# seq1101_scan_ctrl

$ cat src/rtl/seq1101_scan_ctrl.sv
// rtl/seq1101_scan_ctrl.sv - launches, clears and streams a pattern through the 1101 detector
// Captures the detector's Mealy output per shifted bit into a match count and per-bit match map.
module seq1101_scan_ctrl #(
   parameter int N     = 16,
   parameter int CNT_W = 5
) (
   input  logic             clk,
   input  logic             reset,
   input  logic             start,
   input  logic [N-1:0]     pattern,
   input  logic             det_z,
   output logic             det_x,
   output logic             det_clr,
   output logic             busy,
   output logic             done,
   output logic [CNT_W-1:0] match_cnt,
   output logic [N-1:0]     match_map
);

   localparam int IDX_W = (N > 1) ? $clog2(N) : 1;

   typedef enum logic [1:0] {
      IDLE  = 2'd0,
      CLEAR = 2'd1,
      SHIFT = 2'd2,
      DONE  = 2'd3
   } state_t;

   state_t             state_q, state_d;
   logic               start_q, start_d;
   logic [N-1:0]       sreg_q, sreg_d;
   logic [IDX_W-1:0]   idx_q, idx_d;
   logic [CNT_W-1:0]   cnt_q, cnt_d;
   logic [N-1:0]       map_q, map_d;
   logic               busy_q, busy_d;
   logic               done_q, done_d;
   logic               clr_q, clr_d;
   logic               launch;

   assign launch = start & ~start_q;

   always_comb begin
      state_d = state_q;
      start_d = start;
      sreg_d  = sreg_q;
      idx_d   = idx_q;
      cnt_d   = cnt_q;
      map_d   = map_q;
      busy_d  = busy_q;
      done_d  = done_q;
      clr_d   = clr_q;
      case (state_q)
         CLEAR: begin
            idx_d   = IDX_W'(N - 1);
            clr_d   = 1'b0;
            state_d = SHIFT;
         end
         SHIFT: begin
            // det_z belongs to the bit currently on det_x, i.e. pattern[idx]
            if (det_z) begin
               map_d[idx_q] = 1'b1;
               if (cnt_q != {CNT_W{1'b1}})
                  cnt_d = cnt_q + CNT_W'(1);
            end
            sreg_d = sreg_q << 1;
            idx_d  = idx_q - IDX_W'(1);
            if (idx_q == '0) begin
               state_d = DONE;
               busy_d  = 1'b0;
               done_d  = 1'b1;
               clr_d   = 1'b1;
            end
         end
         default: begin
            // IDLE, DONE and any undefined encoding behave alike
            clr_d  = 1'b1;
            busy_d = 1'b0;
            if (state_q != DONE)
               done_d = 1'b0;
            if (state_q != DONE && state_q != IDLE)
               state_d = IDLE;
            if (launch) begin
               sreg_d  = pattern;
               cnt_d   = '0;
               map_d   = '0;
               done_d  = 1'b0;
               busy_d  = 1'b1;
               state_d = CLEAR;
            end
         end
      endcase
   end

   always_ff @(posedge clk or posedge reset) begin
      if (reset) begin
         state_q <= IDLE;
         start_q <= 1'b1;
         sreg_q  <= '0;
         idx_q   <= '0;
         cnt_q   <= '0;
         map_q   <= '0;
         busy_q  <= 1'b0;
         done_q  <= 1'b0;
         clr_q   <= 1'b1;
      end else begin
         state_q <= state_d;
         start_q <= start_d;
         sreg_q  <= sreg_d;
         idx_q   <= idx_d;
         cnt_q   <= cnt_d;
         map_q   <= map_d;
         busy_q  <= busy_d;
         done_q  <= done_d;
         clr_q   <= clr_d;
      end
   end

   assign det_x     = (state_q == SHIFT) ? sreg_q[N-1] : 1'b0;
   assign det_clr   = clr_q;
   assign busy      = busy_q;
   assign done      = done_q;
   assign match_cnt = cnt_q;
   assign match_map = map_q;

endmodule

$ cat config.mk
export PLATFORM = sky130hd
export DESIGN_NAME = seq1101_scan_ctrl
export DESIGN_NICKNAME = d
export VERILOG_FILES = /design/src/rtl/seq1101_scan_ctrl.sv
export SDC_FILE = /design/constraint.sdc
export NUM_CORES = 1
export LEC_CHECK = 0
export ABC_AREA = 1
export CAP_MARGIN = 15
export CELL_PAD_IN_SITES_DETAIL_PLACEMENT = 1
export CELL_PAD_IN_SITES_GLOBAL_PLACEMENT = 1
export CORE_MARGIN = 8
export CORE_UTILIZATION = 23
export DETAILED_ROUTE_END_ITERATION = 10
export PLACE_DENSITY = 0.58
export RECOVER_POWER = 25
export SLEW_MARGIN = 20
export SYNTH_ARGS = -nofsm -noshare
export SYNTH_HDL_FRONTEND = slang
export SYNTH_SLANG_ARGS = --single-unit
$ cat constraint.sdc
create_clock -name clk -period 3.4 [get_ports clk]
set_input_delay 0.34 -clock clk [delete_from_list [all_inputs] [get_ports clk]]
set_output_delay 0.34 -clock clk [all_outputs]
set_load 0.005 [all_outputs]
seq1101_scan_ctrl, clock wires, drivers and flops:
Drawn at 4 px/micron.
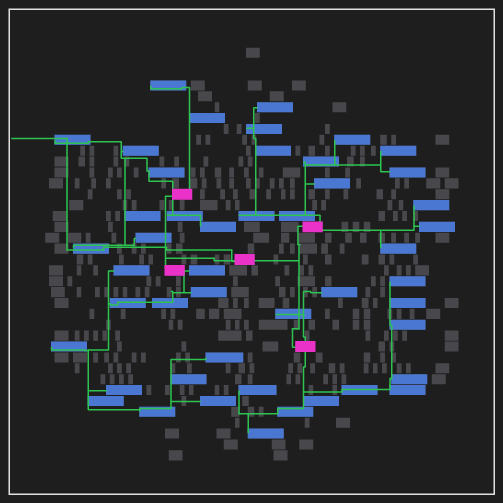
legend:
  magenta:
    item: clock-net drivers
    count: 5
  blue:
    item: flip-flops
    count: 47
  green:
    item: clock wires
    length: 717 microns
routed clock nets: 6
clock group total power: 339 uW
clk latency late pin: 0.30 ns

==> results_dict.tcl <==
# yosys + openroad results
set metrics [dict create \
    status "finished, violations left" \
    violations "capacitance limit, slew limit" \
    fp_util_pct 23.4 \
    cp-start-kind "flip-flop" \
    largest_class "sequential cells" \
    rows 38 \
    aoi_share_pct 5.94 \
    pwr-share-comb_pct 45.9 \
    postCtsSetupBuffers 0 \
    power.density_mw_per_mm2 687 \
    slowest_stage "clkdlybuf4s50_1" \
    dp.cells 515 \
    internal_power_mw 1.21 \
    synthDistinctLibCells 22 \
    met2_usage_pct 16.0 \
    wl_per_cell_microns 12.8 \
    drv_cap 1 \
    finalClockPeriodUsage_pct 66.2 \
    slew_viol_final 48 \
    ios 45 \
    grt_pass1_wl_microns 11600 \
    taps 140 \
    cts_tree "built" \
    min_from "sreg_q[4]" \
    vias_per_cell 4.22 \
    die_w_microns 121 \
    crit_path_cell_trace "inv_1, ha_1, nand2_1, inv_1, clkdlybuf4s50_1" \
    wl_microns 6720 \
    yosys.area_share.simple_pct 35.1 \
    logic_family "simple AND/OR/NAND/NOR gates" \
    antenna_found_initial 0 \
    critPathLaunch "state_q[0]" \
    topCellsByArea "dfrtp_1, nand2_1, ha_1" \
    top_cells_by_count "nand2_1, dfrtp_1, inv_1" \
    drive_gt1_share_pct 5.22 \
    fmax_mhz 445 \
    timing.hold.ws_ns 0.488 \
    finalPower_mw 2.17 \
    inverters 31 \
    cp.required_ns 3.06 \
    insertedDiodeCount 0 \
    top_power_group "combinational logic" \
    cpMostUsedCell "inv_1" \
    io_buffers 44 \
    logic_area_sq_mm 0.00115 \
    pg_seq_uw 834 \
    buffer_area_share_pct 14.2 \
    ys_area_sq_mm 0.00253 \
    synthXorXnorAreaFrac_pct 0 \
]

# segment_transition_ctl

segment_transition_ctl, selected gate families:
Drawn at 3 px/micron.
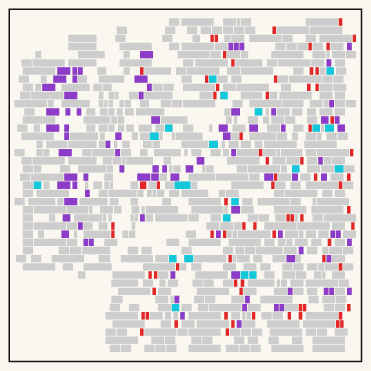
### config.mk
export PLATFORM = sky130hd
export DESIGN_NAME = segment_transition_ctl
export DESIGN_NICKNAME = d
export VERILOG_FILES = /design/src/rtl/segment_transition_ctl_pkg.sv /design/src/rtl/segment_rep_counter.sv /design/src/rtl/segment_transition_ctl.sv
export SDC_FILE = /design/constraint.sdc
export NUM_CORES = 1
export LEC_CHECK = 0
export CORE_UTILIZATION = 45
export CTS_CLUSTER_DIAMETER = 120
export CTS_CLUSTER_SIZE = 20
export DETAILED_ROUTE_END_ITERATION = 8
export PLACE_DENSITY = 0.77
export RECOVER_POWER = 50
export SYNTH_ARGS = -nofsm -noshare
export SYNTH_HDL_FRONTEND = slang
export SYNTH_SLANG_ARGS = --single-unit
### constraint.sdc
create_clock -name CLK -period 3.41 [get_ports CLK]
set_clock_uncertainty 0.15 [all_clocks]
set_input_delay 0.682 -clock CLK [delete_from_list [all_inputs] [get_ports CLK]]
set_output_delay 0.682 -clock CLK [all_outputs]
set_load 0.01 [all_outputs]
### src/rtl/segment_transition_ctl_pkg.sv
// Shared types for the segment transition controller: transition mode codes,
// sequencer states and the repeat-count "infinite" sentinel.
package segment_transition_ctl_pkg;

  typedef enum logic [7:0] {
    TRANSITION_MODE_SYNC_IDX  = 8'h00,
    TRANSITION_MODE_SYS_TIME  = 8'h01,
    TRANSITION_MODE_GPIO      = 8'h02,
    TRANSITION_MODE_EXT       = 8'hF0,
    TRANSITION_MODE_IMMEDIATE = 8'hFF
  } transition_mode_t;

  typedef enum logic [1:0] {
    RUN,
    WAIT_SYNC,
    WAIT_TIME,
    WAIT_GPIO
  } seg_trans_state_t;

  // Truncated to RepWidth at the point of use; all-ones means loop forever.
  localparam logic [63:0] RepInfinite = '1;

  function automatic logic mode_known(input logic [7:0] m);
    return m inside {TRANSITION_MODE_SYNC_IDX, TRANSITION_MODE_SYS_TIME,
                     TRANSITION_MODE_GPIO, TRANSITION_MODE_EXT,
                     TRANSITION_MODE_IMMEDIATE};
  endfunction

endpackage

### src/rtl/segment_rep_counter.sv
// Per-segment repeat counter: loads the loop count, decrements per loop end,
// and flags the infinite sentinel and exhaustion.
module segment_rep_counter
  import segment_transition_ctl_pkg::*;
#(
  parameter int RepWidth = 16
) (
  input  logic                clk,
  input  logic                rst_n,
  input  logic                load,
  input  logic [RepWidth-1:0] load_val,
  input  logic                dec,
  output logic                infinite,
  output logic                exhausted
);

  logic [RepWidth-1:0] cnt;

  always_ff @(posedge clk or negedge rst_n) begin
    if (!rst_n) begin
      cnt <= RepInfinite[RepWidth-1:0];
    end else if (load) begin
      cnt <= load_val;
    end else if (dec && !infinite && !exhausted) begin
      cnt <= cnt - RepWidth'(1);
    end
  end

  assign infinite  = (cnt == RepInfinite[RepWidth-1:0]);
  assign exhausted = (cnt == '0);

endmodule

### src/rtl/segment_transition_ctl.sv
// Segment sequencer: holds the active segment, arms transition requests and
// swaps segments on the selected trigger, with repeat counting and EXT ring mode.
module segment_transition_ctl
  import segment_transition_ctl_pkg::*;
#(
  parameter  int NumSegment = 2,
  parameter  int NumGpio    = 4,
  parameter  int RepWidth   = 16,
  parameter  int TimeWidth  = 64,
  localparam int SegW       = $clog2(NumSegment)
) (
  input  logic                 CLK,
  input  logic                 RST_N,
  input  logic                 UPDATE,
  input  logic [SegW-1:0]      REQ_SEGMENT,
  input  logic [7:0]           REQ_MODE,
  input  logic [TimeWidth-1:0] REQ_VALUE,
  input  logic [RepWidth-1:0]  REQ_REP,
  input  logic                 LOOP_END,
  input  logic                 SYNC_IDX_ZERO,
  input  logic [TimeWidth-1:0] SYS_TIME,
  input  logic [NumGpio-1:0]   GPIO_IN,
  output logic [SegW-1:0]      SEGMENT,
  output logic                 START,
  output logic                 STOP,
  output logic                 BUSY,
  output logic                 ERR
);

  localparam int GpioIdxW = (NumGpio > 1) ? $clog2(NumGpio) : 1;

  seg_trans_state_t      state;
  logic                  ext_mode;
  logic [SegW-1:0]       req_seg_p0;
  logic [RepWidth-1:0]   req_rep_p0;
  logic [TimeWidth-1:0]  req_time_p0;
  logic [GpioIdxW-1:0]   req_gpio_p0;
  logic                  req_ext_p0;
  logic [NumGpio-1:0]    gpio_p0;

  logic                  upd_ok, upd_imm, trig, wait_sw, run_loop;
  logic                  rep_infinite, rep_exhausted, rep_load, rep_dec;
  logic [RepWidth-1:0]   rep_load_val;
  logic [NumGpio-1:0]    gpio_rise;
  logic [SegW-1:0]       next_seg;

  // Stage p0: request capture and GPIO edge-detect delay
  always_ff @(posedge CLK) begin
    gpio_p0 <= GPIO_IN;
    if (upd_ok) begin
      req_seg_p0  <= REQ_SEGMENT;
      req_rep_p0  <= REQ_REP;
      req_time_p0 <= REQ_VALUE;
      req_gpio_p0 <= REQ_VALUE[GpioIdxW-1:0];
      req_ext_p0  <= (REQ_MODE == TRANSITION_MODE_EXT);
    end
  end

  // A new UPDATE always wins over a trigger or loop end in the same cycle.
  always_comb begin
    gpio_rise = GPIO_IN & ~gpio_p0;
    trig      = 1'b0;
    unique case (state)
      WAIT_SYNC: trig = req_ext_p0 ? LOOP_END : SYNC_IDX_ZERO;
      WAIT_TIME: trig = (SYS_TIME >= req_time_p0);
      WAIT_GPIO: trig = gpio_rise[req_gpio_p0];
      default:   trig = 1'b0;
    endcase
    upd_ok       = UPDATE && mode_known(REQ_MODE);
    upd_imm      = upd_ok && (REQ_MODE == TRANSITION_MODE_IMMEDIATE);
    wait_sw      = !upd_ok && (state != RUN) && trig;
    run_loop     = !upd_ok && (state == RUN) && LOOP_END;
    rep_load     = upd_imm || wait_sw || (run_loop && !rep_infinite && rep_exhausted && ext_mode);
    rep_load_val = upd_imm ? REQ_REP : req_rep_p0;
    rep_dec      = run_loop;
    next_seg     = (SEGMENT == SegW'(NumSegment - 1)) ? '0 : SEGMENT + SegW'(1);
  end

  segment_rep_counter #(.RepWidth(RepWidth)) u_rep (
    .clk       (CLK),
    .rst_n     (RST_N),
    .load      (rep_load),
    .load_val  (rep_load_val),
    .dec       (rep_dec),
    .infinite  (rep_infinite),
    .exhausted (rep_exhausted)
  );

  // Stage p1: sequencer state and registered outputs
  always_ff @(posedge CLK or negedge RST_N) begin
    if (!RST_N) begin
      state    <= RUN;
      SEGMENT  <= '0;
      START    <= 1'b0;
      STOP     <= 1'b0;
      BUSY     <= 1'b0;
      ERR      <= 1'b0;
      ext_mode <= 1'b0;
    end else begin
      START <= 1'b0;
      if (UPDATE && !mode_known(REQ_MODE)) begin
        ERR <= 1'b1;
      end
      if (upd_ok) begin
        ext_mode <= 1'b0;
        if (upd_imm) begin
          state   <= RUN;
          BUSY    <= 1'b0;
          SEGMENT <= REQ_SEGMENT;
          START   <= 1'b1;
          STOP    <= 1'b0;
        end else if (REQ_MODE == TRANSITION_MODE_SYS_TIME) begin
          state <= WAIT_TIME;
          BUSY  <= 1'b1;
        end else if (REQ_MODE == TRANSITION_MODE_GPIO) begin
          state <= WAIT_GPIO;
          BUSY  <= 1'b1;
        end else begin
          // SYNC_IDX and EXT both wait on a playback-index event
          state <= WAIT_SYNC;
          BUSY  <= 1'b1;
        end
      end else if (wait_sw) begin
        state    <= RUN;
        BUSY     <= 1'b0;
        SEGMENT  <= req_seg_p0;
        START    <= 1'b1;
        STOP     <= 1'b0;
        ext_mode <= req_ext_p0;
      end else if (run_loop && !rep_infinite && rep_exhausted) begin
        if (ext_mode) begin
          SEGMENT <= next_seg;
          START   <= 1'b1;
        end else begin
          STOP <= 1'b1;
        end
      end
    end
  end

endmodule

==> results_dict.tcl <==
# yosys + openroad results
set metrics [dict create \
    p_clk_share_pct 30.0 \
    drt_iter0_markers 199 \
    cp-start-kind "input pin" \
    fin_util_pct 65.0 \
    inverters 73 \
    ys_ff 110 \
    status "complete, no violations" \
    ys.flop_type "edfxtp_1" \
    end_kind "flip-flop" \
    vdd_drop_max_mv 0.229 \
    grt_use_total_pct 22.1 \
    cp.required_ns 3.50 \
    synth_area_per_cell_sq_um 11.9 \
    hold_path_class "reg -> reg" \
    finalPower_mw 3.61 \
    busiest_layer "met2" \
    final_cell_mix "dlygate4sd3_1, edfxtp_1, clkdlybuf4s50_1" \
    p_comb_uw 717 \
    chipHeight_microns 117 \
]
## Picture notes: 'selected gate families' of segment_transition_ctl
legend:
  cyan:
    family: non-inverting ao/oa cells
    cells: 20
    most_used: a21o_1
  red:
    family: inv cells
    cells: 73
    most_used: inv_1
  purple:
    family: aoi and oai cells
    cells: 84
    most_used: a21oi_1
    where: widely spread
Layout Cells excl Fill: 870
combinational share of cell area: 29.6%
Top cell excl fill/tap: dlygate4sd3_1


# nios_system_pio_out

File: src/rtl/nios_pio_out_pkg.sv
// Shared register map and reset constants for the Nios output PIO.
package nios_pio_out_pkg;

  localparam logic [2:0] PIO_ADDR_DATA      = 3'd0;
  localparam logic [2:0] PIO_ADDR_SET       = 3'd1;
  localparam logic [2:0] PIO_ADDR_CLEAR     = 3'd2;
  localparam logic [2:0] PIO_ADDR_TOGGLE    = 3'd3;
  localparam logic [2:0] PIO_ADDR_PULSE     = 3'd4;
  localparam logic [2:0] PIO_ADDR_PULSE_LEN = 3'd5;

  localparam int unsigned PIO_PULSE_LEN_RST = 1;

endpackage

File: src/rtl/nios_pio_pulse_timer.sv
// Retriggerable one-shot: arming ORs bits into the mask and reloads the
// down-counter; the mask clears on the 1->0 count transition.
module nios_pio_pulse_timer #(
  parameter int unsigned DATA_W = 8,
  parameter int unsigned CNT_W  = 16
) (
  input  logic              i_clk,
  input  logic              i_rst,
  input  logic              i_arm,
  input  logic [DATA_W-1:0] i_arm_bits,
  input  logic [CNT_W-1:0]  i_len,
  output logic [DATA_W-1:0] o_mask
);

  logic [CNT_W-1:0]  r_count;
  logic [DATA_W-1:0] r_mask;
  logic [CNT_W-1:0]  w_load;

  // A programmed length of zero still yields a one-cycle pulse.
  assign w_load = (i_len == '0) ? CNT_W'(1) : i_len;

  always_ff @(posedge i_clk or posedge i_rst) begin
    if (i_rst) begin
      r_count <= '0;
      r_mask  <= '0;
    end else if (i_arm) begin
      // Arming wins over a simultaneous expiry, keeping all live bits.
      r_mask  <= r_mask | i_arm_bits;
      r_count <= w_load;
    end else if (r_count != '0) begin
      r_count <= r_count - CNT_W'(1);
      if (r_count == CNT_W'(1)) begin
        r_mask <= '0;
      end
    end
  end

  assign o_mask = r_mask;

endmodule

File: src/rtl/nios_system_pio_out.sv
// Avalon-MM output PIO with atomic set/clear/toggle and an optional one-shot
// pulse channel, built only when NIOS_PIO_OUT_PULSE_EN is defined.
module nios_system_pio_out
  import nios_pio_out_pkg::*;
#(
  parameter int unsigned       DATA_W      = 8,
  parameter logic [DATA_W-1:0] RESET_VALUE = '0,
  parameter int unsigned       CNT_W       = 16
) (
  input  logic              clk,
  input  logic              reset,
  input  logic [2:0]        address,
  input  logic              chipselect,
  input  logic              write_n,
  input  logic [31:0]       writedata,
  output logic [31:0]       readdata,
  output logic [DATA_W-1:0] out_port
);

  logic              w_wr;
  logic [DATA_W-1:0] w_wdata;
  logic [DATA_W-1:0] w_mask;
  logic [DATA_W-1:0] r_data;
  logic              w_unused;

  assign w_wr     = chipselect & ~write_n;
  assign w_wdata  = writedata[DATA_W-1:0];
  assign w_unused = &{1'b0, writedata};

  always_ff @(posedge clk or posedge reset) begin
    if (reset) begin
      r_data <= RESET_VALUE;
    end else if (w_wr) begin
      case (address)
        PIO_ADDR_DATA:   r_data <= w_wdata;
        PIO_ADDR_SET:    r_data <= r_data | w_wdata;
        PIO_ADDR_CLEAR:  r_data <= r_data & ~w_wdata;
        PIO_ADDR_TOGGLE: r_data <= r_data ^ w_wdata;
        default:         r_data <= r_data;
      endcase
    end
  end

`ifdef NIOS_PIO_OUT_PULSE_EN
  logic [CNT_W-1:0] r_pulse_len;
  logic             w_arm;

  always_ff @(posedge clk or posedge reset) begin
    if (reset) begin
      r_pulse_len <= CNT_W'(PIO_PULSE_LEN_RST);
    end else if (w_wr && (address == PIO_ADDR_PULSE_LEN)) begin
      r_pulse_len <= writedata[CNT_W-1:0];
    end
  end

  assign w_arm = w_wr && (address == PIO_ADDR_PULSE) && (w_wdata != '0);

  nios_pio_pulse_timer #(
    .DATA_W (DATA_W),
    .CNT_W  (CNT_W)
  ) u_pulse_timer (
    .i_clk      (clk),
    .i_rst      (reset),
    .i_arm      (w_arm),
    .i_arm_bits (w_wdata),
    .i_len      (r_pulse_len),
    .o_mask     (w_mask)
  );
`else
  assign w_mask = '0;
`endif

  always_comb begin
    readdata = '0;
    case (address)
      PIO_ADDR_DATA:      readdata[DATA_W-1:0] = r_data;
`ifdef NIOS_PIO_OUT_PULSE_EN
      PIO_ADDR_PULSE:     readdata[DATA_W-1:0] = w_mask;
      PIO_ADDR_PULSE_LEN: readdata[CNT_W-1:0]  = r_pulse_len;
`endif
      default:            readdata = '0;
    endcase
  end

  assign out_port = r_data | w_mask;

endmodule

File: config.mk
export PLATFORM = sky130hd
export DESIGN_NAME = nios_system_pio_out
export DESIGN_NICKNAME = d
export VERILOG_FILES = /design/src/rtl/nios_pio_out_pkg.sv /design/src/rtl/nios_pio_pulse_timer.sv /design/src/rtl/nios_system_pio_out.sv
export SDC_FILE = /design/constraint.sdc
export NUM_CORES = 1
export LEC_CHECK = 0
export CAP_MARGIN = 5
export CORE_ASPECT_RATIO = 0.9
export CORE_MARGIN = 2
export CORE_UTILIZATION = 40
export CTS_CLUSTER_DIAMETER = 50
export DETAILED_ROUTE_END_ITERATION = 10
export DONT_BUFFER_PORTS = 1
export GPL_TIMING_DRIVEN = 0
export PLACE_DENSITY = 0.6
export SLEW_MARGIN = 20
export SYNTH_ARGS = -nofsm -noshare
export SYNTH_HDL_FRONTEND = slang
export SYNTH_SLANG_ARGS = --single-unit
File: constraint.sdc
create_clock -name clk -period 2.1 [get_ports clk]
set_clock_uncertainty 0.1 [all_clocks]
set_input_delay 0.525 -clock clk [delete_from_list [all_inputs] [get_ports clk]]
set_output_delay 0.525 -clock clk [all_outputs]
set_load 0.03 [all_outputs]
nios_system_pio_out, clock wires, drivers and flops:
Drawn at 8 px/micron.
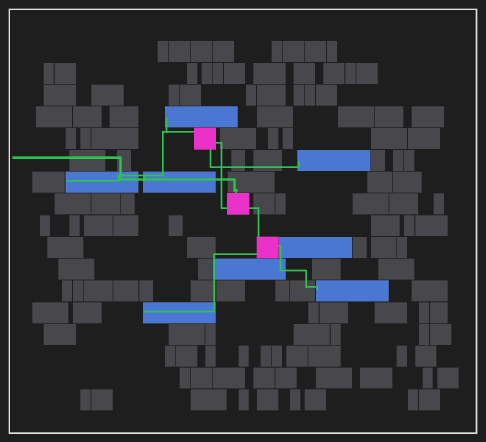
legend:
  magenta:
    item: clock-net drivers
    count: 3
  blue:
    item: flip-flops
    count: 8
  green:
    item: clock wires
    length: 129 microns
routed clock nets: 4
clock power share: 15.2%
clk latency late pin: 0.25 ns
clock group total power: 118 uW

==> results_dict.tcl <==
# yosys + openroad results
set metrics [dict create \
    seq_share_pct 16.0 \
    synthXorXnorAreaFrac_pct 0 \
    top_cell "buf_4" \
    chipArea_sq_mm 0.00307 \
    pg_seq_uw 307 \
    synth_area_per_cell_sq_um 9.05 \
    pwr-share-comb_pct 45.3 \
    largest_reg_flops 8 \
    busiest_layer "met2" \
    cts_tree "built" \
    critPathLaunch "address[1]" \
    cts_root_buf "clkbuf_4" \
    cp_data_arrival_time_ns 1.43 \
    async_reset_ff_share_pct 100 \
    cp.depth 4 \
    grt_remaining_overflow 0 \
    drv_cap 0 \
    clock_area_share_pct 1.80 \
    finalSetupViolations 0 \
    die_w_microns 58.2 \
    finalPower_uw 777 \
    status "complete, no violations" \
    met2_usage_pct 24.4 \
    antenna_found_initial 0 \
    nets 199 \
    wirelength_met1_microns 936 \
    clockBufferCount 3 \
    cts_htree_levels 1 \
    cts_resized 8 \
    clkTransAtPathRegs_ns 0.06 \
    grt_pass1_wl_microns 3490 \
    fin_setup_tns_ns 0 \
    dpl_worst_slack_ns -0.142 \
    yosysTopAreaCellShare_pct 18.9 \
    ctsHoldBuffers 0 \
    register_area_sq_um 200 \
    drive_gt1_share_pct 35.9 \
    timing.hold.ws_ns 0.0201 \
    core_sq_mm 0.00249 \
    top_layer "met3" \
    logic_family "buffers and inverters" \
    r2r-start "out_port[1]" \
    ys_seq_share_pct 18.9 \
    criticalPathCategory "in -> out" \
    inverters 17 \
    comb_cells 84 \
    yosys.area_share.simple_pct 6.38 \
    fp_util_pct 42.5 \
    cp-start-kind "input pin" \
    wl_microns 2230 \
]
nios_system_pio_out, port wiring:
Drawn at 8 px/micron.
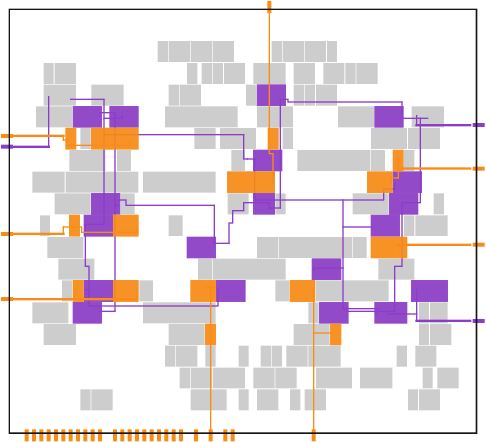
legend:
  purple:
    port: `address`
    bits: 3
    direction: input
    end_cells: 19
    wire: 288 microns
  orange:
    port: `writedata`
    bits: 32
    direction: input
    end_cells: 16
    wire: 137 microns
port buffer count: 0
# IOs: 79


# seg7_scan2

seg7_scan2, routed metal per tile:
Drawn at 4 px/micron. The die is cut into 14 by 14 equal tiles; white is low, dark blue is high, scaled to the fullest tile. Values are wire area over tile area, all layers added.
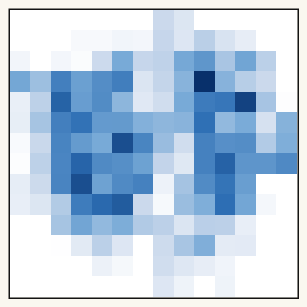
seg7_scan2, congestion heat map:
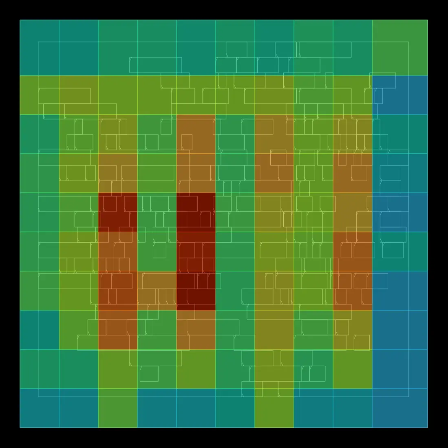
<file path="config.mk">
export PLATFORM = sky130hd
export DESIGN_NAME = seg7_scan2
export DESIGN_NICKNAME = d
export VERILOG_FILES = /design/src/rtl/seg7_scan2.sv
export SDC_FILE = /design/constraint.sdc
export NUM_CORES = 1
export LEC_CHECK = 0
export CORE_MARGIN = 3
export CORE_UTILIZATION = 40
export DETAILED_ROUTE_END_ITERATION = 8
export GPL_ROUTABILITY_DRIVEN = 0
export GPL_TIMING_DRIVEN = 0
export PLACE_DENSITY = 0.65
export RECOVER_POWER = 50
export SYNTH_ARGS = -nofsm -noshare
export SYNTH_HDL_FRONTEND = slang
export SYNTH_SLANG_ARGS = --single-unit
</file>
<file path="constraint.sdc">
create_clock -name clk -period 2.9 [get_ports clk]
set_input_delay 0.435 -clock clk [delete_from_list [all_inputs] [get_ports clk]]
set_output_delay 0.435 -clock clk [all_outputs]
set_load 0.03 [all_outputs]
</file>
<file path="src/rtl/seg7_scan2.sv">
// Two-digit multiplexed 7-segment scanner with dead-time gaps and a per-frame digit snapshot.
// Define SEG_OVF_DP_EN to add the cout1 port and a sticky overflow flag shown on the tens dp.
module seg7_scan2 #(
    parameter int SCAN_DIV       = 50000,
    parameter int GAP_CYC        = 4,
    parameter bit SEG_ACTIVE_LOW = 1'b1,
    parameter bit DIG_ACTIVE_LOW = 1'b1
) (
    input  logic       clk,
    input  logic       reset_n,
    input  logic [3:0] cnt0,
    input  logic [3:0] cnt1,
`ifdef SEG_OVF_DP_EN
    input  logic       cout1,
`endif
    output logic [6:0] seg,
    output logic       dp,
    output logic [1:0] dig,
    output logic       frame_tick
);

    localparam int MAX_DWELL = (SCAN_DIV > GAP_CYC) ? SCAN_DIV : GAP_CYC;
    localparam int CNT_W     = (MAX_DWELL > 1) ? $clog2(MAX_DWELL) : 1;
    localparam logic [CNT_W-1:0] SHOW_LAST = CNT_W'(SCAN_DIV - 1);
    localparam logic [CNT_W-1:0] GAP_LAST  = CNT_W'(GAP_CYC - 1);

    typedef enum logic [1:0] {SHOW0, GAP0, SHOW1, GAP1} state_e;

    state_e           state_q, state_d;
    logic [CNT_W-1:0] dwell_q, dwell_d;
    logic [3:0]       shadow0_q, shadow0_d;
    logic [3:0]       shadow1_q, shadow1_d;
    logic             frame_tick_q, frame_tick_d;
    logic             ovf_q, ovf_d;
    logic             term;
    logic             snap;
    logic [6:0]       seg_on;
    logic [1:0]       dig_on;
    logic             dp_on;

    function automatic logic [6:0] decode(input logic [3:0] bcd);
        case (bcd)
            4'd0:    decode = 7'h3F;
            4'd1:    decode = 7'h06;
            4'd2:    decode = 7'h5B;
            4'd3:    decode = 7'h4F;
            4'd4:    decode = 7'h66;
            4'd5:    decode = 7'h6D;
            4'd6:    decode = 7'h7D;
            4'd7:    decode = 7'h07;
            4'd8:    decode = 7'h7F;
            4'd9:    decode = 7'h6F;
            default: decode = 7'h40;
        endcase
    endfunction

    // NOTE: every signal gets a default at the top of the block so no path leaves it unassigned (no latch).
    always_comb begin
        state_d = state_q;
        dwell_d = dwell_q + CNT_W'(1);
        term    = (state_q == SHOW0 || state_q == SHOW1) ? (dwell_q == SHOW_LAST)
                                                         : (dwell_q == GAP_LAST);
        if (term) begin
            dwell_d = '0;
            case (state_q)
                SHOW0:   state_d = GAP0;
                GAP0:    state_d = SHOW1;
                SHOW1:   state_d = GAP1;
                default: state_d = SHOW0;
            endcase
        end
        // Both digits are captured on the same edge so a mid-frame count change cannot tear.
        snap         = (state_q == GAP1) && term;
        shadow0_d    = snap ? cnt0 : shadow0_q;
        shadow1_d    = snap ? cnt1 : shadow1_q;
        frame_tick_d = snap;
`ifdef SEG_OVF_DP_EN
        ovf_d        = ovf_q | cout1;
`else
        ovf_d        = 1'b0;
`endif
    end

    // NOTE: state uses non-blocking assignments; reset also clears the shadow digits so the first frame is defined.
    always_ff @(posedge clk or negedge reset_n) begin
        if (!reset_n) begin
            state_q      <= GAP1;
            dwell_q      <= '0;
            shadow0_q    <= '0;
            shadow1_q    <= '0;
            frame_tick_q <= 1'b0;
            ovf_q        <= 1'b0;
        end else begin
            state_q      <= state_d;
            dwell_q      <= dwell_d;
            shadow0_q    <= shadow0_d;
            shadow1_q    <= shadow1_d;
            frame_tick_q <= frame_tick_d;
            ovf_q        <= ovf_d;
        end
    end

    // Pin decode from registered state only; the tens digit is blanked when it is a leading zero.
    always_comb begin
        seg_on = '0;
        dig_on = '0;
        dp_on  = (state_q == SHOW1) && ovf_q;
        case (state_q)
            SHOW0: begin
                seg_on = decode(shadow0_q);
                dig_on = 2'b01;
            end
            SHOW1: begin
                if (shadow1_q != 4'd0) begin
                    seg_on = decode(shadow1_q);
                    dig_on = 2'b10;
                end
            end
            default: ;
        endcase
        seg        = SEG_ACTIVE_LOW ? ~seg_on : seg_on;
        dp         = SEG_ACTIVE_LOW ? ~dp_on  : dp_on;
        dig        = DIG_ACTIVE_LOW ? ~dig_on : dig_on;
        frame_tick = frame_tick_q;
    end

endmodule

</file>
==> results_dict.tcl <==
# yosys + openroad results
set metrics [dict create \
    switching_share_pct 25.7 \
    status "complete, no violations" \
    seq_share_pct 33.2 \
    synthCells 179 \
    regMostFlops "dwell_q" \
    hold_path_class "reg -> reg" \
    pwr-share-comb_pct 15.5 \
    taps 50 \
    vias_per_cell 5.12 \
    clock_power_uw 215 \
    dp_hpwl_microns 2370 \
    syn_area_sq_mm 0.00174 \
    top_cells_by_count "dfrtp_1, inv_1, nor2_1" \
    grt_remaining_overflow 0 \
    cts_tree "built" \
    stdcell_count 252 \
    logic_family "simple AND/OR/NAND/NOR gates" \
    synth_area_per_cell_sq_um 9.70 \
    worstMarginPinSlew_ns 1.22 \
    hold_end "dwell_q[10]" \
    inverters 17 \
    antenna_found_initial 0 \
    yosys.area_share.simple_pct 15.8 \
]
## Picture notes: 'routed metal per tile' of seg7_scan2
nearly empty tiles: 28%
mean over tiles: 0.096
fullest tile: 0.34
tiles over half the peak: 28%
detailed-route via count: 1291
per-cell routed wire length: 12.7 microns

## Picture notes: 'congestion heat map' of seg7_scan2
GR Layer Usage met2: 20.4%
GR Util met1: 18.0%


# crossbar_slave_responder_flat

--- config.mk ---
export PLATFORM = sky130hd
export DESIGN_NAME = crossbar_slave_responder_flat
export DESIGN_NICKNAME = d
export VERILOG_FILES = /design/src/rtl/crossbar_pkg.sv /design/src/rtl/crossbar_slave_responder_if.sv /design/src/rtl/crossbar_slave_mem.sv /design/src/rtl/crossbar_slave_responder.sv /design/src/flat_wrapper.sv
export SDC_FILE = /design/constraint.sdc
export NUM_CORES = 1
export LEC_CHECK = 0
export ABC_AREA = 1
export CORE_MARGIN = 4
export CORE_UTILIZATION = 39
export DETAILED_ROUTE_END_ITERATION = 12
export PLACE_DENSITY = 0.59
export SLEW_MARGIN = 20
export SYNTH_ARGS = -nofsm -noshare
export SYNTH_HDL_FRONTEND = slang
export SYNTH_SLANG_ARGS = --single-unit
--- constraint.sdc ---
create_clock -name clock -period 2.1 [get_ports clock]
set_input_delay 0.315 -clock clock [delete_from_list [all_inputs] [get_ports clock]]
set_output_delay 0.315 -clock clock [all_outputs]
set_load 0.05 [all_outputs]
--- src/rtl/crossbar_pkg.sv ---
// Shared types and widths for the crossbar slave responder.
package crossbar_pkg;

    localparam int ADDR_W = 31;
    localparam int DATA_W = 32;

    typedef enum logic {
        CMD_READ  = 1'b0,
        CMD_WRITE = 1'b1
    } cmd_e;

    typedef enum logic [1:0] {
        ST_IDLE,
        ST_WAIT,
        ST_ACK
    } state_e;

endpackage

--- src/rtl/crossbar_slave_responder_if.sv ---
// Slave-side bus of one crossbar port: request toward the responder, ack/rdata back.
interface crossbar_slave_responder_if;
    import crossbar_pkg::*;

    logic              slave_req;
    cmd_e              slave_cmd;
    logic [ADDR_W-1:0] slave_addr;
    logic [DATA_W-1:0] slave_wdata;
    logic              slave_ack;
    logic [DATA_W-1:0] slave_rdata;

    // Crossbar side
    modport master (
        output slave_req, slave_cmd, slave_addr, slave_wdata,
        input  slave_ack, slave_rdata
    );

    // Responder side
    modport slave (
        input  slave_req, slave_cmd, slave_addr, slave_wdata,
        output slave_ack, slave_rdata
    );

endinterface

--- src/rtl/crossbar_slave_mem.sv ---
// DEPTH x DATA_W register file: one write port, one registered read port.
// The read port returns 0 whenever no read is requested, so rdata is a
// single-cycle pulse carrying the read value.
module crossbar_slave_mem
    import crossbar_pkg::*;
#(
    parameter int DEPTH = 16
) (
    input  logic                     clock,
    input  logic                     reset,
    input  logic                     we,
    input  logic                     re,
    input  logic [$clog2(DEPTH)-1:0] idx,
    input  logic [DATA_W-1:0]        wdata,
    output logic [DATA_W-1:0]        rdata
);

    logic [DEPTH-1:0][DATA_W-1:0] mem;

    // Storage update, registered read; reset clears every word.
    always_ff @(posedge clock) begin
        if (reset) begin
            mem   <= '0;
            rdata <= '0;
        end else begin
            if (we) mem[idx] <= wdata;
            rdata <= re ? mem[idx] : '0;
        end
    end

endmodule

--- src/rtl/crossbar_slave_responder.sv ---
// Responder for one crossbar slave port: latches a request, inserts
// WAIT_CYCLES wait states, acks for one cycle, and serves reads/writes
// from a small register file. Counts completed reads/writes (saturating)
// and flags requests withdrawn during the wait phase.
module crossbar_slave_responder
    import crossbar_pkg::*;
#(
    parameter int DEPTH       = 16,
    parameter int WAIT_CYCLES = 2,
    parameter int CNT_W       = 16
) (
    input  logic                        clock,
    input  logic                        reset,
    crossbar_slave_responder_if.slave   bus,
    output logic [CNT_W-1:0]            rd_count,
    output logic [CNT_W-1:0]            wr_count,
    output logic                        proto_err
);

    localparam int IDX_W = $clog2(DEPTH);
    // WAIT is skipped entirely when WAIT_CYCLES = 0, so the load value is
    // only meaningful for non-zero settings.
    localparam logic [3:0] WAIT_LOAD = (WAIT_CYCLES == 0) ? 4'd0 : 4'(WAIT_CYCLES - 1);

    state_e            state, state_d;
    logic [3:0]        wait_cnt, wait_cnt_d;
    logic              latch;
    logic              err_set;
    logic              mem_we, mem_re;
    cmd_e              cmd_q;
    logic [IDX_W-1:0]  idx_q;
    logic [DATA_W-1:0] wdata_q;

    // Upper address bits alias onto the same words.
    logic unused_addr;
    assign unused_addr = ^bus.slave_addr[ADDR_W-1:IDX_W];

    // Ack is decoded straight from the state register, so it is glitch-free.
    assign bus.slave_ack = (state == ST_ACK);

    // Next-state, wait countdown and per-state strobes.
    always_comb begin
        state_d    = state;
        wait_cnt_d = wait_cnt;
        latch      = 1'b0;
        err_set    = 1'b0;
        mem_we     = 1'b0;
        mem_re     = 1'b0;
        case (state)
            ST_IDLE: begin
                if (bus.slave_req) begin
                    latch = 1'b1;
                    if (WAIT_CYCLES == 0) begin
                        state_d = ST_ACK;
                    end else begin
                        state_d    = ST_WAIT;
                        wait_cnt_d = WAIT_LOAD;
                    end
                end
            end
            ST_WAIT: begin
                if (!bus.slave_req) begin
                    err_set = 1'b1;
                    state_d = ST_IDLE;
                end else if (wait_cnt == 4'd0) begin
                    state_d = ST_ACK;
                end else begin
                    wait_cnt_d = wait_cnt - 4'd1;
                end
            end
            ST_ACK: begin
                state_d = ST_IDLE;
                mem_we  = (cmd_q == CMD_WRITE);
                mem_re  = (cmd_q == CMD_READ);
            end
            default: state_d = ST_IDLE;
        endcase
    end

    // State, request capture, sticky error and saturating counters.
    always_ff @(posedge clock) begin
        if (reset) begin
            state     <= ST_IDLE;
            wait_cnt  <= '0;
            cmd_q     <= CMD_READ;
            idx_q     <= '0;
            wdata_q   <= '0;
            rd_count  <= '0;
            wr_count  <= '0;
            proto_err <= 1'b0;
        end else begin
            state    <= state_d;
            wait_cnt <= wait_cnt_d;
            if (latch) begin
                cmd_q   <= bus.slave_cmd;
                idx_q   <= bus.slave_addr[IDX_W-1:0];
                wdata_q <= bus.slave_wdata;
            end
            if (err_set) proto_err <= 1'b1;
            if (mem_we && (wr_count != '1)) wr_count <= wr_count + 1'b1;
            if (mem_re && (rd_count != '1)) rd_count <= rd_count + 1'b1;
        end
    end

    crossbar_slave_mem #(.DEPTH(DEPTH)) u_mem (
        .clock (clock),
        .reset (reset),
        .we    (mem_we),
        .re    (mem_re),
        .idx   (idx_q),
        .wdata (wdata_q),
        .rdata (bus.slave_rdata)
    );

endmodule

--- src/flat_wrapper.sv ---
// flat-port wrapper written by rule: the top's interface ports become plain ports
module crossbar_slave_responder_flat import crossbar_pkg::*;
#(
    parameter int DEPTH       = 16,
    parameter int WAIT_CYCLES = 2,
    parameter int CNT_W       = 16
)
  (clock, reset, rd_count, wr_count, proto_err, bus_slave_req, bus_slave_cmd, bus_slave_addr, bus_slave_wdata, bus_slave_ack, bus_slave_rdata);
  crossbar_slave_responder_if bus_i ();
  input  logic clock;
  input  logic reset;
  output logic [CNT_W-1:0] rd_count;
  output logic [CNT_W-1:0] wr_count;
  output logic proto_err;
  input wire logic [$bits(bus_i.slave_req)-1:0] bus_slave_req;
  input wire logic [$bits(bus_i.slave_cmd)-1:0] bus_slave_cmd;
  input wire logic [$bits(bus_i.slave_addr)-1:0] bus_slave_addr;
  input wire logic [$bits(bus_i.slave_wdata)-1:0] bus_slave_wdata;
  output wire logic [$bits(bus_i.slave_ack)-1:0] bus_slave_ack;
  output wire logic [$bits(bus_i.slave_rdata)-1:0] bus_slave_rdata;
  assign bus_i.slave_req = bus_slave_req;
  assign bus_i.slave_cmd = bus_slave_cmd;
  assign bus_i.slave_addr = bus_slave_addr;
  assign bus_i.slave_wdata = bus_slave_wdata;
  assign bus_slave_ack = bus_i.slave_ack;
  assign bus_slave_rdata = bus_i.slave_rdata;
  crossbar_slave_responder #(.DEPTH(DEPTH), .WAIT_CYCLES(WAIT_CYCLES), .CNT_W(CNT_W)) u_core (.clock(clock), .reset(reset), .bus(bus_i), .rd_count(rd_count), .wr_count(wr_count), .proto_err(proto_err));
endmodule
crossbar_slave_responder_flat, selected gate families:
Drawn at 1.5 px/micron.
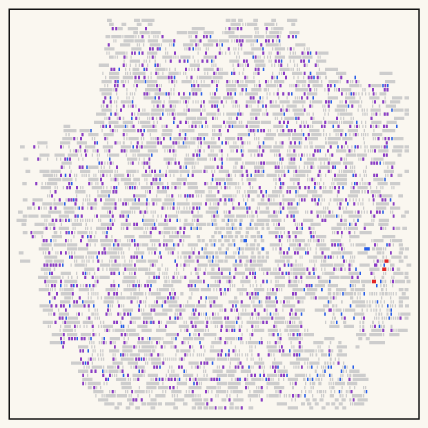
legend:
  red:
    family: xor and xnor cells
    cells: 3
    most_used: xor2_1
  purple:
    family: aoi and oai cells
    cells: 995
    most_used: o21ai_0
    where: widely spread
  blue:
    family: inv cells
    cells: 314
    most_used: inv_1
    where: widely spread
Top cell excl fill/tap: nor2_1
combinational share of cell area: 38.9%
Layout Cells excl Fill: 5117

crossbar_slave_responder_flat, port wiring:
Drawn at 1.5 px/micron.
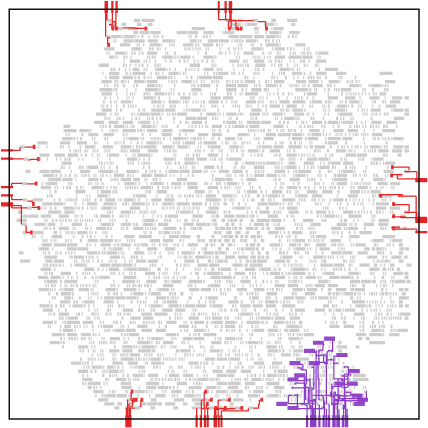
legend:
  red:
    port: `bus_slave_wdata`
    bits: 32
    direction: input
    end_cells: 32
    wire: 630 microns
  purple:
    port: `wr_count`
    bits: 16
    direction: output
    end_cells: 16
    wire: 802 microns
# IOs: 133
port buffer count: 105

crossbar_slave_responder_flat, routed metal per tile:
Drawn at 1.5 px/micron. The die is cut into 27 by 27 equal tiles; white is low, dark blue is high, scaled to the fullest tile. Values are wire area over tile area, all layers added.
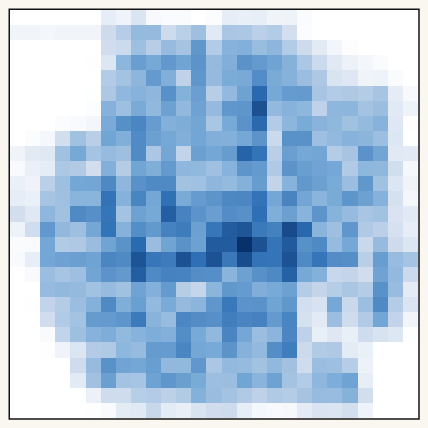
mean over tiles: 0.18
densest ninth of the die: middle
nearly empty tiles: 16%
emptiest ninth of the die: top left
tiles over half the peak: 31%
fullest tile: 0.53
per-cell routed wire length: 16.8 microns
Total GRT Usage: 22.8%

==> results_dict.tcl <==
# yosys + openroad results
set metrics [dict create \
    topCellsByArea "dfxtp_1, nor2_1, o21ai_0" \
    min_from "bus_slave_wdata[15]" \
    finalSetupViolations 0 \
    critPathTopFamily "buffers and inverters" \
    n_sequential_cell 620 \
    design_area_sq_mm 0.0319 \
    ys.warnings.count 0 \
    met2_length_microns 38200 \
    logic_area_sq_mm 0.0124 \
    busiest_layer "met2" \
    internal_power_mw 19.6 \
    final_cell_mix "nor2_1, nand2_1, o21ai_0" \
    grt_pass1_wl_microns 135000 \
    nets 4202 \
    clkTransAtPathRegs_ns 0.06 \
    finalPower_mw 25.8 \
    syn-num-nets 4199 \
    synth.mux.area_fraction_pct 0 \
    drive_gt1_share_pct 6.50 \
    r2r_end "u_core.u_mem.mem[497]" \
    rsz0062_at_grt "no" \
    drv_cap 0 \
    die_w_microns 272 \
    synth.largest_area_cell "dfxtp_1" \
    criticalPathCategory "reg -> out" \
    clock_sinks 620 \
    wl_microns 85800 \
    cp-start-kind "flip-flop" \
    syn_area_sq_mm 0.0272 \
    max_slew_margin_pct 37.9 \
    ys_seq_share_pct 45.6 \
    pg_seq_mw 12.2 \
    status "complete, no violations" \
    async_reset_ff_share_pct 0 \
    dp.cells 4990 \
    numCtsBuffers 70 \
    yosysTopAreaCellShare_pct 45.6 \
]

# arb4_sel

arb4_sel, selected gate families:
Drawn at 8 px/micron.
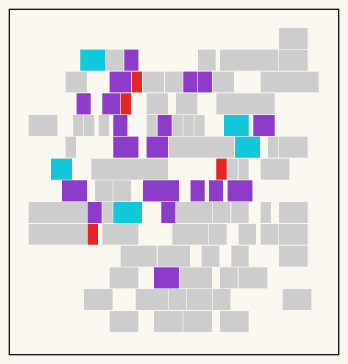
arb4_sel, clock wires, drivers and flops:
Drawn at 12 px/micron.
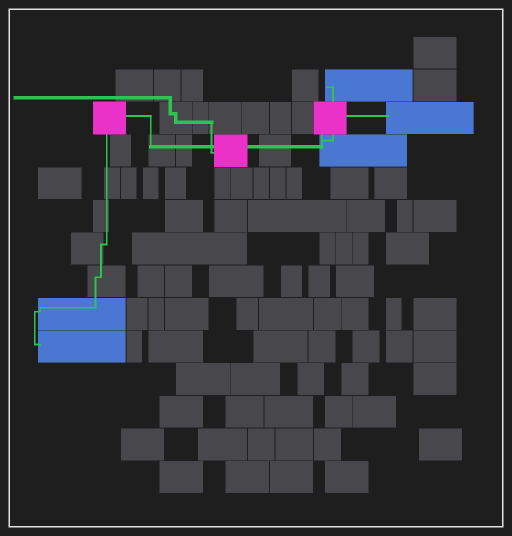
--- config.mk ---
export PLATFORM = sky130hd
export DESIGN_NAME = arb4_sel
export DESIGN_NICKNAME = d
export VERILOG_FILES = /design/src/rtl/arb4_sel.sv
export SDC_FILE = /design/constraint.sdc
export NUM_CORES = 1
export LEC_CHECK = 0
export CORE_AREA = 2 2 39 41
export DETAILED_ROUTE_END_ITERATION = 8
export DIE_AREA = 0 0 41 43
export HOLD_SLACK_MARGIN = 0.03
export PLACE_DENSITY_LB_ADDON = 0.08
export SETUP_SLACK_MARGIN = 0.3
export SKIP_CTS_REPAIR_TIMING = 1
export SLEW_MARGIN = 0
export SYNTH_ARGS = -nofsm -noshare
export SYNTH_HDL_FRONTEND = slang
export SYNTH_SLANG_ARGS = --single-unit
--- constraint.sdc ---
create_clock -name clk -period 5 [get_ports clk]
set_input_delay 0.5 -clock clk [delete_from_list [all_inputs] [get_ports clk]]
set_output_delay 0.5 -clock clk [all_outputs]
set_load 0.02 [all_outputs]
--- src/rtl/arb4_sel.sv ---
// arb4_sel: 4-channel round-robin select for a downstream Mux4Way16; grant one cycle after req.
// out_ready low holds the grant (no re-arbitration); ARB4_LOCK_EN adds the lock port for burst hold.
module arb4_sel (
  input  logic       clk,
  input  logic       reset,
  input  logic [3:0] req,
  input  logic       out_ready,
`ifdef ARB4_LOCK_EN
  input  logic       lock,
`endif
  output logic [1:0] sel,
  output logic       out_valid,
  output logic [3:0] ack,
  output logic       busy
);

  typedef enum logic {IDLE = 1'b0, GRANT = 1'b1} state_t;

  state_t     state_q, state_d;
  logic [1:0] sel_q, sel_d;
  logic [1:0] ptr_q, ptr_d;
  logic [3:0] sel_oh;
  logic [3:0] rem_req;
  logic       xfer;
  logic       hold_burst;

  // First set bit of m searching base+1, base+2, base+3, base+4 (mod 4).
  function automatic logic [1:0] rr_pick(input logic [1:0] base, input logic [3:0] m);
    logic [1:0] idx;
    rr_pick = base;
    for (int i = 4; i >= 1; i--) begin
      idx = base + 2'(i);
      if (m[idx]) rr_pick = idx;
    end
  endfunction

`ifdef ARB4_LOCK_EN
  assign hold_burst = lock;
`else
  assign hold_burst = 1'b0;
`endif

  assign sel_oh  = 4'b0001 << sel_q;
  assign xfer    = (state_q == GRANT) && out_ready;
  assign rem_req = req & ~sel_oh;

  always_comb begin
    state_d = state_q;
    sel_d   = sel_q;
    ptr_d   = ptr_q;
    case (state_q)
      IDLE: begin
        if (req != 4'b0000) begin
          state_d = GRANT;
          sel_d   = rr_pick(ptr_q, req);
        end
      end
      GRANT: begin
        if (xfer) begin
          if (!hold_burst) begin
            ptr_d = sel_q;
            if (rem_req != 4'b0000) sel_d = rr_pick(sel_q, rem_req);
            else                    state_d = IDLE;
          end
        end else if (!req[sel_q]) begin
          state_d = IDLE;
        end
      end
      default: state_d = IDLE;
    endcase
  end

  always_ff @(posedge clk) begin
    if (reset) begin
      state_q <= IDLE;
      sel_q   <= 2'b00;
      ptr_q   <= 2'b11;
    end else begin
      state_q <= state_d;
      sel_q   <= sel_d;
      ptr_q   <= ptr_d;
    end
  end

  // A grant being torn down by reset never acknowledges.
  assign ack       = (xfer && !reset) ? sel_oh : 4'b0000;
  assign sel       = sel_q;
  assign out_valid = (state_q == GRANT);
  assign busy      = (state_q == GRANT);

endmodule

==> results_dict.tcl <==
# yosys + openroad results
set metrics [dict create \
    cp.required_ns 4.50 \
    async_reset_ff_share_pct 0 \
    grt_use_met3_pct 6.28 \
    cts_root_buf "clkbuf_4" \
    status "complete, no violations" \
    vias_per_cell 5.87 \
    r2r_setup_slack_ns 2.65 \
    antenna_found_initial 0 \
    n_sequential_cell 5 \
    edf_count 0 \
    grt_pass1_wl_microns 2350 \
    drive_gt1_share_pct 6.52 \
    fmax_mhz 388 \
    synthDistinctLibCells 35 \
    end_kind "output pin" \
    ant_nets 0 \
    wl_microns 1450 \
    die_w_microns 41 \
]
About 'selected gate families' of arb4_sel:
legend:
  purple:
    family: aoi and oai cells
    cells: 19
    most_used: a21oi_1
  cyan:
    family: non-inverting ao/oa cells
    cells: 5
    most_used: a211o_1
  red:
    family: inv cells
    cells: 4
    most_used: inv_1
combinational share of cell area: 61.7%
Top cell excl fill/tap: clkdlybuf4s50_1
Layout Cells excl Fill: 108

About 'clock wires, drivers and flops' of arb4_sel:
legend:
  magenta:
    item: clock-net drivers
    count: 3
  green:
    item: clock wires
    length: 81.0 microns
  blue:
    item: flip-flops
    count: 5
routed clock nets: 4
clock group total power: 45.8 uW
clk_skew: 0.00543 ns
clock power share: 21.8%
clk latency late pin: 0.24 ns



==> layout pictures side by side <==
Port wiring.
image #1
Drawn at 6 px/micron.
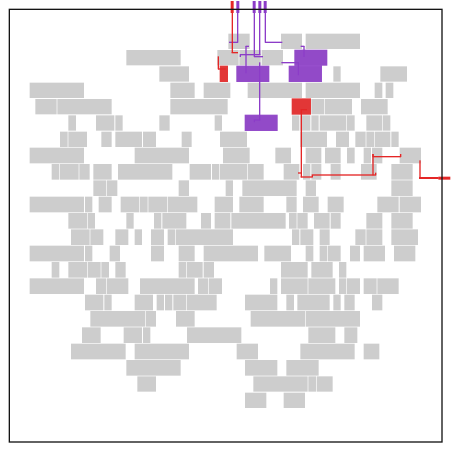
image #2
Drawn at 4 px/micron.
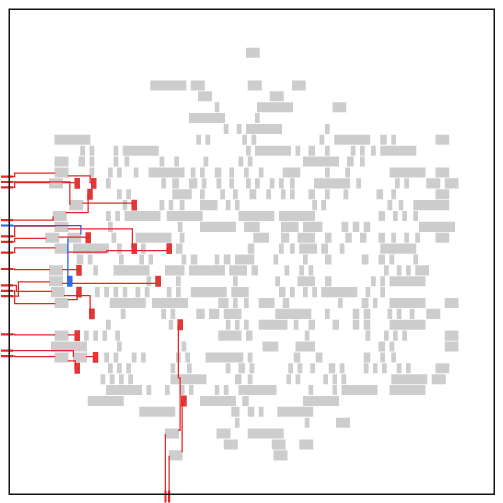
image #3
Drawn at 12 px/micron.
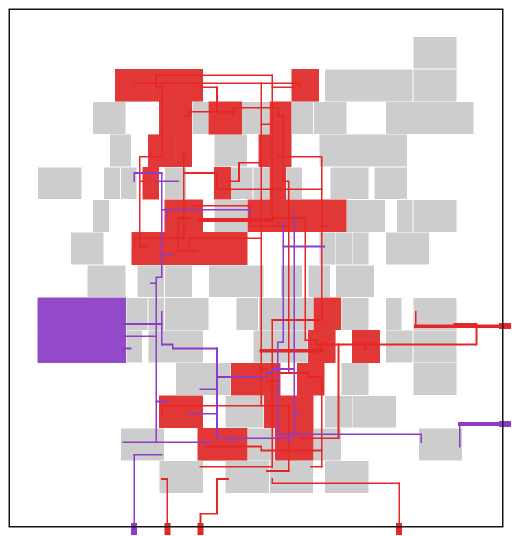
image #4
Drawn at 4 px/micron.
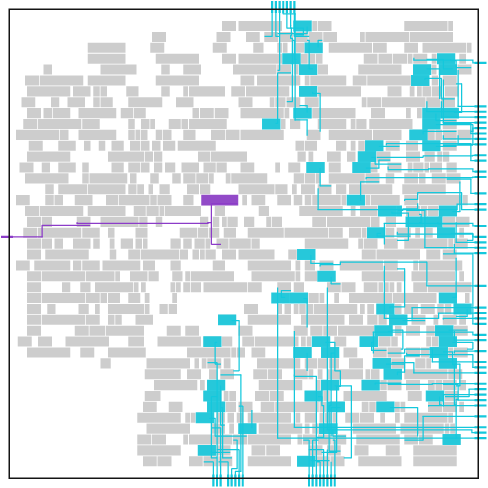
image #1: seg7_scan2
image #4: segment_transition_ctl
image #3: arb4_sel
image #2: seq1101_scan_ctrl

Key to image #1:
legend:
  red:
    port: `dig`
    bits: 2
    direction: output
    end_cells: 2
    wire: 51.2 microns
  purple:
    port: `cnt1`
    bits: 4
    direction: input
    end_cells: 4
    wire: 56.7 microns

Power is estimated from default activity; no workload was simulated.
